=== oam_dma_controller ===
oam_dma_controller, signal wires on met3:
The bar under the picture is 20 µm long.
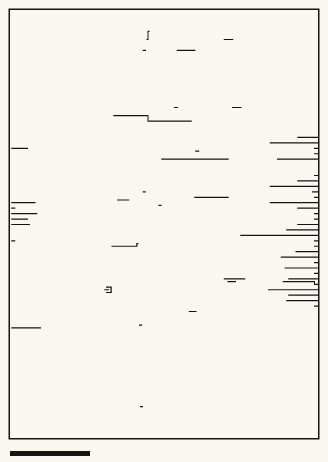

==> config.mk <==
export PLATFORM = sky130hd
export DESIGN_NAME = oam_dma_controller
export DESIGN_NICKNAME = d
export VERILOG_FILES = /design/src/rtl/oam_dma_controller_pkg.sv /design/src/rtl/oam_dma_controller_bus_mux.sv /design/src/rtl/oam_dma_controller.sv
export SDC_FILE = /design/constraint.sdc
export NUM_CORES = 1
export LEC_CHECK = 0
export CORE_AREA = 3 3 74 104
export DETAILED_ROUTE_END_ITERATION = 7
export DIE_AREA = 0 0 77 107
export HOLD_SLACK_MARGIN = 0.12
export SLEW_MARGIN = 40
export SYNTH_ARGS = -nofsm -noshare
export SYNTH_HDL_FRONTEND = slang
export SYNTH_HIERARCHICAL = 1
export SYNTH_SLANG_ARGS = --single-unit
==> constraint.sdc <==
create_clock -name clk -period 3.3 [get_ports clk]
set_clock_uncertainty 0.2 [all_clocks]
set_input_delay 0.99 -clock clk [delete_from_list [all_inputs] [get_ports clk]]
set_output_delay 0.99 -clock clk [all_outputs]
set_load 0.005 [all_outputs]
==> src/rtl/oam_dma_controller_pkg.sv <==
// Shared types and constants for the OAM DMA controller.
package oam_dma_controller_pkg;

    typedef enum logic [1:0] {
        DmaIdle,
        DmaStart,
        DmaActive
    } dma_state_e;

    localparam logic [15:0]  DMA_REG_ADDR = 16'hFF46;
    localparam int unsigned  OAM_BYTES    = 160;
    localparam logic [7:0]   HIGH_PAGE    = 8'hFF;
    localparam logic [7:0]   ECHO_BASE_HI = 8'hE0;
    localparam logic [7:0]   ECHO_OFFSET  = 8'h20;
    localparam logic [7:0]   LAST_IDX     = 8'(OAM_BYTES - 1);

    // Echo RAM pages E0-FF alias work RAM C0-DF.
    function automatic logic [7:0] eff_src_hi(input logic [7:0] hi);
        return (hi >= ECHO_BASE_HI) ? (hi - ECHO_OFFSET) : hi;
    endfunction

endpackage

==> src/rtl/oam_dma_controller_bus_mux.sv <==
// Combinational CPU/DMA external bus selection and blocked-read substitution.
import oam_dma_controller_pkg::*;

module dma_bus_mux (
    input  logic [1:0]  i_state,
    input  logic [7:0]  i_idx,
    input  logic [7:0]  i_src_hi,
    input  logic [1:0]  i_t_cycle,
    input  logic        i_cpu_mem_enable,
    input  logic        i_cpu_mem_write,
    input  logic [15:0] i_cpu_addr,
    input  logic [7:0]  i_cpu_data_out,
    input  logic [7:0]  i_bus_data_in,
    output logic [7:0]  o_cpu_data_in,
    output logic        o_bus_enable,
    output logic        o_bus_write,
    output logic [15:0] o_bus_addr,
    output logic [7:0]  o_bus_data_out
);

    logic w_reg_hit;
    logic w_high;
    logic w_cpu_req;
    logic w_dma;
    logic w_cpu_slot;

    always_comb begin
        w_reg_hit  = (i_cpu_addr == DMA_REG_ADDR);
        w_high     = (i_cpu_addr[15:8] == HIGH_PAGE);
        w_cpu_req  = i_cpu_mem_enable & ~w_reg_hit;
        w_dma      = (i_state == 2'(DmaActive));
        // High-page CPU accesses borrow T-cycles 0..2; DMA always owns T3 where it samples.
        w_cpu_slot = w_cpu_req & w_high & (i_t_cycle != 2'd3);

        o_bus_enable   = w_cpu_req;
        o_bus_write    = w_cpu_req & i_cpu_mem_write;
        o_bus_addr     = i_cpu_addr;
        o_bus_data_out = i_cpu_data_out;
        o_cpu_data_in  = i_bus_data_in;

        if (w_dma && !w_cpu_slot) begin
            o_bus_enable = 1'b1;
            o_bus_write  = 1'b0;
            o_bus_addr   = {eff_src_hi(i_src_hi), i_idx};
        end

        if (w_reg_hit) begin
            o_cpu_data_in = i_src_hi;
        end else if (w_dma && !w_high) begin
            o_cpu_data_in = 8'hFF;
        end
    end

endmodule

==> src/rtl/oam_dma_controller.sv <==
// OAM DMA sequencer: owns FF46, copies 160 bytes into OAM and arbitrates the external bus.
import oam_dma_controller_pkg::*;

module oam_dma_controller (
    input  logic        clk,
    input  logic        reset,
    input  logic [1:0]  t_cycle,
    input  logic        cpu_mem_enable,
    input  logic        cpu_mem_write,
    input  logic [15:0] cpu_addr,
    input  logic [7:0]  cpu_data_out,
    output logic [7:0]  cpu_data_in,
    output logic        bus_enable,
    output logic        bus_write,
    output logic [15:0] bus_addr,
    output logic [7:0]  bus_data_out,
    input  logic [7:0]  bus_data_in,
    output logic        oam_write,
    output logic [7:0]  oam_addr,
    output logic [7:0]  oam_data,
    output logic        dma_active
);

    dma_state_e r_state;
    logic [7:0] r_src_hi;
    logic [7:0] r_idx;
    logic [7:0] r_buf;
    logic       r_pending;
    logic [7:0] r_pend_idx;

    logic w_mcycle_end;
    logic w_ff46_wr;

    assign w_mcycle_end = (t_cycle == 2'd3);
    assign w_ff46_wr    = cpu_mem_enable & cpu_mem_write & (cpu_addr == DMA_REG_ADDR);

    always_ff @(posedge clk) begin
        if (reset) begin
            r_state    <= DmaIdle;
            r_src_hi   <= '0;
            r_idx      <= '0;
            r_buf      <= '0;
            r_pending  <= 1'b0;
            r_pend_idx <= '0;
        end else if (w_mcycle_end) begin
            // The buffered byte is written this edge; a fresh read below re-arms it.
            r_pending <= 1'b0;
            case (r_state)
                DmaStart: r_state <= DmaActive;
                DmaActive: begin
                    r_buf      <= bus_data_in;
                    r_pend_idx <= r_idx;
                    r_pending  <= 1'b1;
                    r_idx      <= r_idx + 8'd1;
                    if (r_idx == LAST_IDX) begin
                        r_state <= DmaIdle;
                    end
                end
                default: ;
            endcase
            if (w_ff46_wr) begin
                r_src_hi <= cpu_data_out;
                r_idx    <= '0;
                r_state  <= DmaStart;
            end
        end
    end

    assign oam_write  = r_pending & w_mcycle_end;
    assign oam_addr   = r_pend_idx;
    assign oam_data   = r_buf;
    assign dma_active = (r_state == DmaActive) | r_pending;

    dma_bus_mux u_bus_mux (
        .i_state          (r_state),
        .i_idx            (r_idx),
        .i_src_hi         (r_src_hi),
        .i_t_cycle        (t_cycle),
        .i_cpu_mem_enable (cpu_mem_enable),
        .i_cpu_mem_write  (cpu_mem_write),
        .i_cpu_addr       (cpu_addr),
        .i_cpu_data_out   (cpu_data_out),
        .i_bus_data_in    (bus_data_in),
        .o_cpu_data_in    (cpu_data_in),
        .o_bus_enable     (bus_enable),
        .o_bus_write      (bus_write),
        .o_bus_addr       (bus_addr),
        .o_bus_data_out   (bus_data_out)
    );

endmodule
=== imem_access_ctrl ===
File: src/rtl/imem_access_ctrl.sv
// imem_access_ctrl: boot/run sequencing and per-cycle arbitration of a single-port
// instruction memory between the CPU fetch stage and the program loader.
// Optional macro IMEM_WRITE_PROTECT_EN: every loader write is rejected once in RUN.
module imem_access_ctrl #(
  parameter int unsigned DEPTH        = 512,
  parameter int unsigned IDX_W        = 9,
  parameter int unsigned STARVE_LIMIT = 4
) (
  input  logic             clk,
  input  logic             rst,
  input  logic             load_done,
  input  logic             fetch_req,
  input  logic [31:0]      fetch_addr,
  output logic             fetch_gnt,
  output logic             fetch_valid,
  output logic [31:0]      fetch_rdata,
  output logic             fetch_err,
  output logic             stall,
  input  logic             load_req,
  input  logic [31:0]      load_addr,
  input  logic [31:0]      load_wdata,
  output logic             load_gnt,
  output logic             load_err,
  output logic [IDX_W-1:0] mem_idx,
  output logic             mem_we,
  output logic [31:0]      mem_wdata,
  input  logic [31:0]      mem_rdata
);

  localparam int unsigned CNT_W = $clog2(STARVE_LIMIT + 1);
  localparam logic [CNT_W-1:0] CNT_MAX = CNT_W'(STARVE_LIMIT);

  typedef enum logic {
    ST_BOOT = 1'b0,
    ST_RUN  = 1'b1
  } state_e;

  state_e           state_q, state_d;
  logic [CNT_W-1:0] starve_cnt_q, starve_cnt_d;
  logic             fetch_valid_q, fetch_valid_d;
  logic             fetch_err_q, fetch_err_d;
  logic [31:0]      fetch_rdata_q, fetch_rdata_d;
  logic             load_err_q, load_err_d;
  logic             fetch_bad_s;
  logic             load_bad_s;

  function automatic logic addr_bad(input logic [31:0] addr);
    return (addr[1:0] != 2'b00) || (addr[31:2] >= 30'(DEPTH));
  endfunction

  // Arbitration, memory port steering, starvation counter and next state.
  always_comb begin
    state_d       = state_q;
    starve_cnt_d  = starve_cnt_q;
    fetch_gnt     = 1'b0;
    load_gnt      = 1'b0;
    fetch_bad_s   = addr_bad(fetch_addr);
    load_bad_s    = addr_bad(load_addr);
    mem_idx       = '0;
    mem_we        = 1'b0;
    mem_wdata     = 32'h0000_0000;
    fetch_valid_d = 1'b0;
    fetch_err_d   = 1'b0;
    fetch_rdata_d = fetch_rdata_q;
    load_err_d    = 1'b0;

    case (state_q)
      ST_BOOT: begin
        load_gnt     = load_req;
        starve_cnt_d = '0;
        if (load_done) begin
          state_d = ST_RUN;
        end else begin
          state_d = ST_BOOT;
        end
      end
      ST_RUN: begin
`ifdef IMEM_WRITE_PROTECT_EN
        // Loads never touch memory here, so both sides are granted together.
        load_gnt     = load_req;
        fetch_gnt    = fetch_req;
        load_bad_s   = 1'b1;
        starve_cnt_d = '0;
`else
        if (fetch_req && (starve_cnt_q == CNT_MAX)) begin
          fetch_gnt = 1'b1;
        end else begin
          load_gnt  = load_req;
          fetch_gnt = fetch_req && !load_req;
        end
        if (!fetch_req || fetch_gnt) begin
          starve_cnt_d = '0;
        end else if (load_gnt && (starve_cnt_q != CNT_MAX)) begin
          starve_cnt_d = starve_cnt_q + CNT_W'(1);
        end else begin
          starve_cnt_d = starve_cnt_q;
        end
`endif
      end
      default: begin
        state_d      = ST_BOOT;
        starve_cnt_d = '0;
      end
    endcase

    if (load_gnt && !load_bad_s) begin
      mem_idx   = load_addr[IDX_W+1:2];
      mem_we    = 1'b1;
      mem_wdata = load_wdata;
    end else if (fetch_gnt && !fetch_bad_s) begin
      mem_idx = fetch_addr[IDX_W+1:2];
    end else begin
      mem_idx = '0;
    end

    if (fetch_gnt) begin
      fetch_valid_d = 1'b1;
      fetch_err_d   = fetch_bad_s;
      fetch_rdata_d = fetch_bad_s ? 32'h0000_0000 : mem_rdata;
    end else begin
      fetch_valid_d = 1'b0;
      fetch_err_d   = 1'b0;
    end

    load_err_d = load_gnt && load_bad_s;
  end

  // State register and registered responses; reset drops any in-flight fetch.
  always_ff @(posedge clk or negedge rst) begin
    if (!rst) begin
      state_q       <= ST_BOOT;
      starve_cnt_q  <= '0;
      fetch_valid_q <= 1'b0;
      fetch_err_q   <= 1'b0;
      fetch_rdata_q <= 32'h0000_0000;
      load_err_q    <= 1'b0;
    end else begin
      state_q       <= state_d;
      starve_cnt_q  <= starve_cnt_d;
      fetch_valid_q <= fetch_valid_d;
      fetch_err_q   <= fetch_err_d;
      fetch_rdata_q <= fetch_rdata_d;
      load_err_q    <= load_err_d;
    end
  end

  assign stall       = fetch_req && !fetch_gnt;
  assign fetch_valid = fetch_valid_q;
  assign fetch_err   = fetch_err_q;
  assign fetch_rdata = fetch_rdata_q;
  assign load_err    = load_err_q;

endmodule

File: config.mk
export PLATFORM = sky130hd
export DESIGN_NAME = imem_access_ctrl
export DESIGN_NICKNAME = d
export VERILOG_FILES = /design/src/rtl/imem_access_ctrl.sv
export SDC_FILE = /design/constraint.sdc
export NUM_CORES = 1
export LEC_CHECK = 0
export CELL_PAD_IN_SITES_DETAIL_PLACEMENT = 1
export CELL_PAD_IN_SITES_GLOBAL_PLACEMENT = 2
export CORE_MARGIN = 1.5
export CORE_UTILIZATION = 18
export CTS_BUF_LIST = sky130_fd_sc_hd__clkbuf_4
export CTS_CLUSTER_SIZE = 30
export DETAILED_ROUTE_END_ITERATION = 8
export HOLD_SLACK_MARGIN = 0.02
export PLACE_DENSITY = 0.93
export SLEW_MARGIN = 15
export SYNTH_ARGS = -nofsm -noshare
export SYNTH_HDL_FRONTEND = slang
export SYNTH_SLANG_ARGS = --single-unit
File: constraint.sdc
create_clock -name clk -period 4.35 [get_ports clk]
set_clock_uncertainty 0.2 [all_clocks]
set_input_delay 0.87 -clock clk [delete_from_list [all_inputs] [get_ports clk]]
set_output_delay 0.87 -clock clk [all_outputs]
set_load 0.01 [all_outputs]
imem_access_ctrl, placement view:
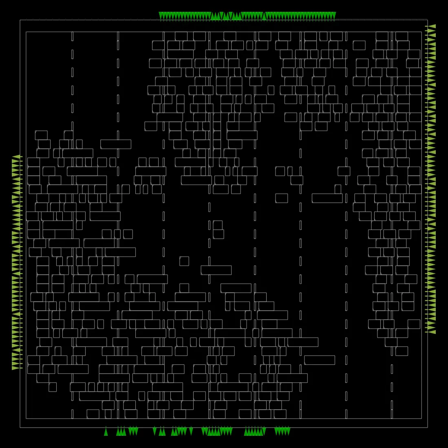
Fillers: 1,591
Core ar.: 0.0140 mm²
flop count: 39
fin cells: 655

==> results.toml, imem_access_ctrl <==
# generated from flow reports
[final_layout]
n_all_inverters = 3
design_area_mm2 = 0.00493
clock_area_frac = 0.0101
seq_share = 0.198
largest_reg_flops = 32
signal_buffers = 224

[yosys]
edf_count = 0
aoi_share = 0.234
ys_cells = 278
syn_area_mm2 = 0.00260

[drt]
met1_length_um = 4360
via_per_inst = 4.95

[clock_network]
cts_setup_buffers = 0
cts_tree = "built"
clk_pin_slew_worst_paths_ps = 140

[outcome]
status = "completed"

[worst_setup_path]
slowest_delay_ps = 550
crit_chain = "clkdlybuf4s50_1, nor4_1, and4_1, buf_4, and4_1, clkdlybuf4s50_1"

[floorplanning]
die_h_um = 123
ios = 213

[run]
warnings = 27

[hold_path]
min_from = "starve_cnt_q[0]"
whs_path_depth = 1

[power]
power_leakage_uw = 0.00183
[imem_access_ctrl: power by group]
| group | total, µW | switching [µW] | internal, µW | leakage [µW] |
|---|---|---|---|---|
| clock network | 196 | 136 | 60.6 | 0.0000291 |
| registers | 366 | 1.14 | 365 | 0.000534 |
| logic | 199 | 73.9 | 125 | 0.00127 |
[imem_access_ctrl: stage by stage]
step	std cells	setup slack (ps)	power, µW
global placement	647	322	567
floorplan	278	1320	419
finish	655	323	761
detailed placement	647	99.3	572
global route	655	179	792
CTS	654	91.0	772
oam_dma_controller, wiring by layer:
The bar under the picture is 20 µm long.
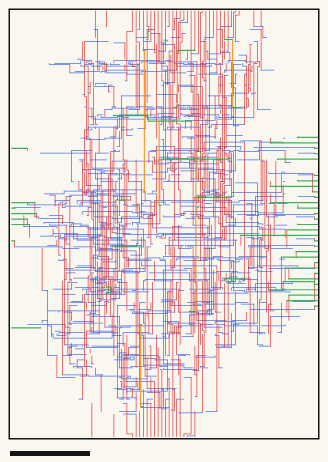
M1 -> blue  # wire length 2,880 µm
M4 -> orange  # wire length 148 µm
M2 -> red  # wire length 4,090 µm
M3 -> green  # wire length 280 µm

About 'signal wires on met3' of oam_dma_controller:
nets with wire on the layer = 52
wire length on this layer = 280 µm
WL final: 7400 µm
met3 GRT Util: 0.0277
Vias: 2,348

==> results.toml, oam_dma_controller <==
# generated from flow reports
[worst_setup_path]
rr_startpoint = "r_state[1]"

[hold_path]
min_path_type = "reg -> reg"

[final_layout]
buffer_area_frac = 0.378
signal_buffers = 152
logic_area_mm2 = 0.00129
final_util = 0.526
most-common-layout-cells = "47 x nand2_1, 44 x clkdlybuf4s50_1, 44 x buf_4"

[clock_network]
numCtsBuffers = 5
cts_tree = "built"
clk_latency_ps = 290
cts_hold_buf = 0
clk_pin_slew_worst_paths_ps = 70
cts_setup_buffers = 21
cts_resized = 216
ctsRootBufferMaster = "clkbuf_8"

[yosys]
aoi_share = 0.160
mux_area_frac = 0.116
synth_top_area_share = 0.342
synth_nets = 290
yosysWarnings = 6
synthCells = 250
synthSimpleGateAreaFrac = 0.257
yosysMostFrequentCell = "nand2_1"
syn_area_mm2 = 0.00205

[floorplanning]
die_h_um = 107
ios = 90

[power]
vdd_drop_max_mv = 0.175
power_leader = "registers"
p_per_area_mw_per_mm2 = 260

[placed_design]
placed_area_mm2 = 0.00326
place_congestion = 0.799

[final_timing]
setup_viol = 26
finalWorstSetupSlack_ps = -508

[outcome]
status = "finished, violations left"
violations = "setup timing"

[drt]
wl_met2_um = 4090
[oam_dma_controller: metrics by stage]
| stage | hold slack [ps] | worst slack, ps |
|---|---|---|
| after floorplan | 253 | -145 |
| final | 256 | -508 |
| after global routing | 273 | -581 |
| after global placement | 243 | -1100 |
| after CTS | 258 | -618 |
| after detailed placement | 247 | -1120 |
[oam_dma_controller: registers in the layout, indices dropped and copies added, names as in the netlist]
signal / flops
oam_addr: 8
r_src_hi: 8
r_idx: 8
r_pending: 1
r_state: 2
oam_data: 8


==> gallery <==
Sizing map.
The bar under the picture is 20 µm long.
shot_01.png
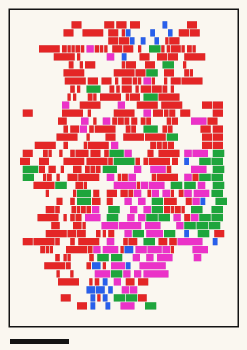
shot_02.png
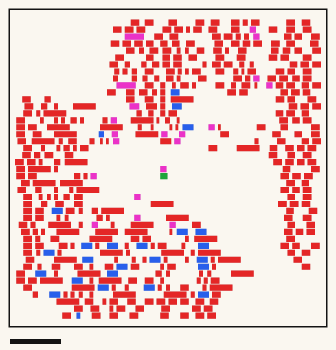
shot_02.png is imem_access_ctrl.
shot_01.png is oam_dma_controller.
Of these, largest die: shot_02.png
Of these, most cells: shot_02.png

Power is estimated from default activity; no workload was simulated.
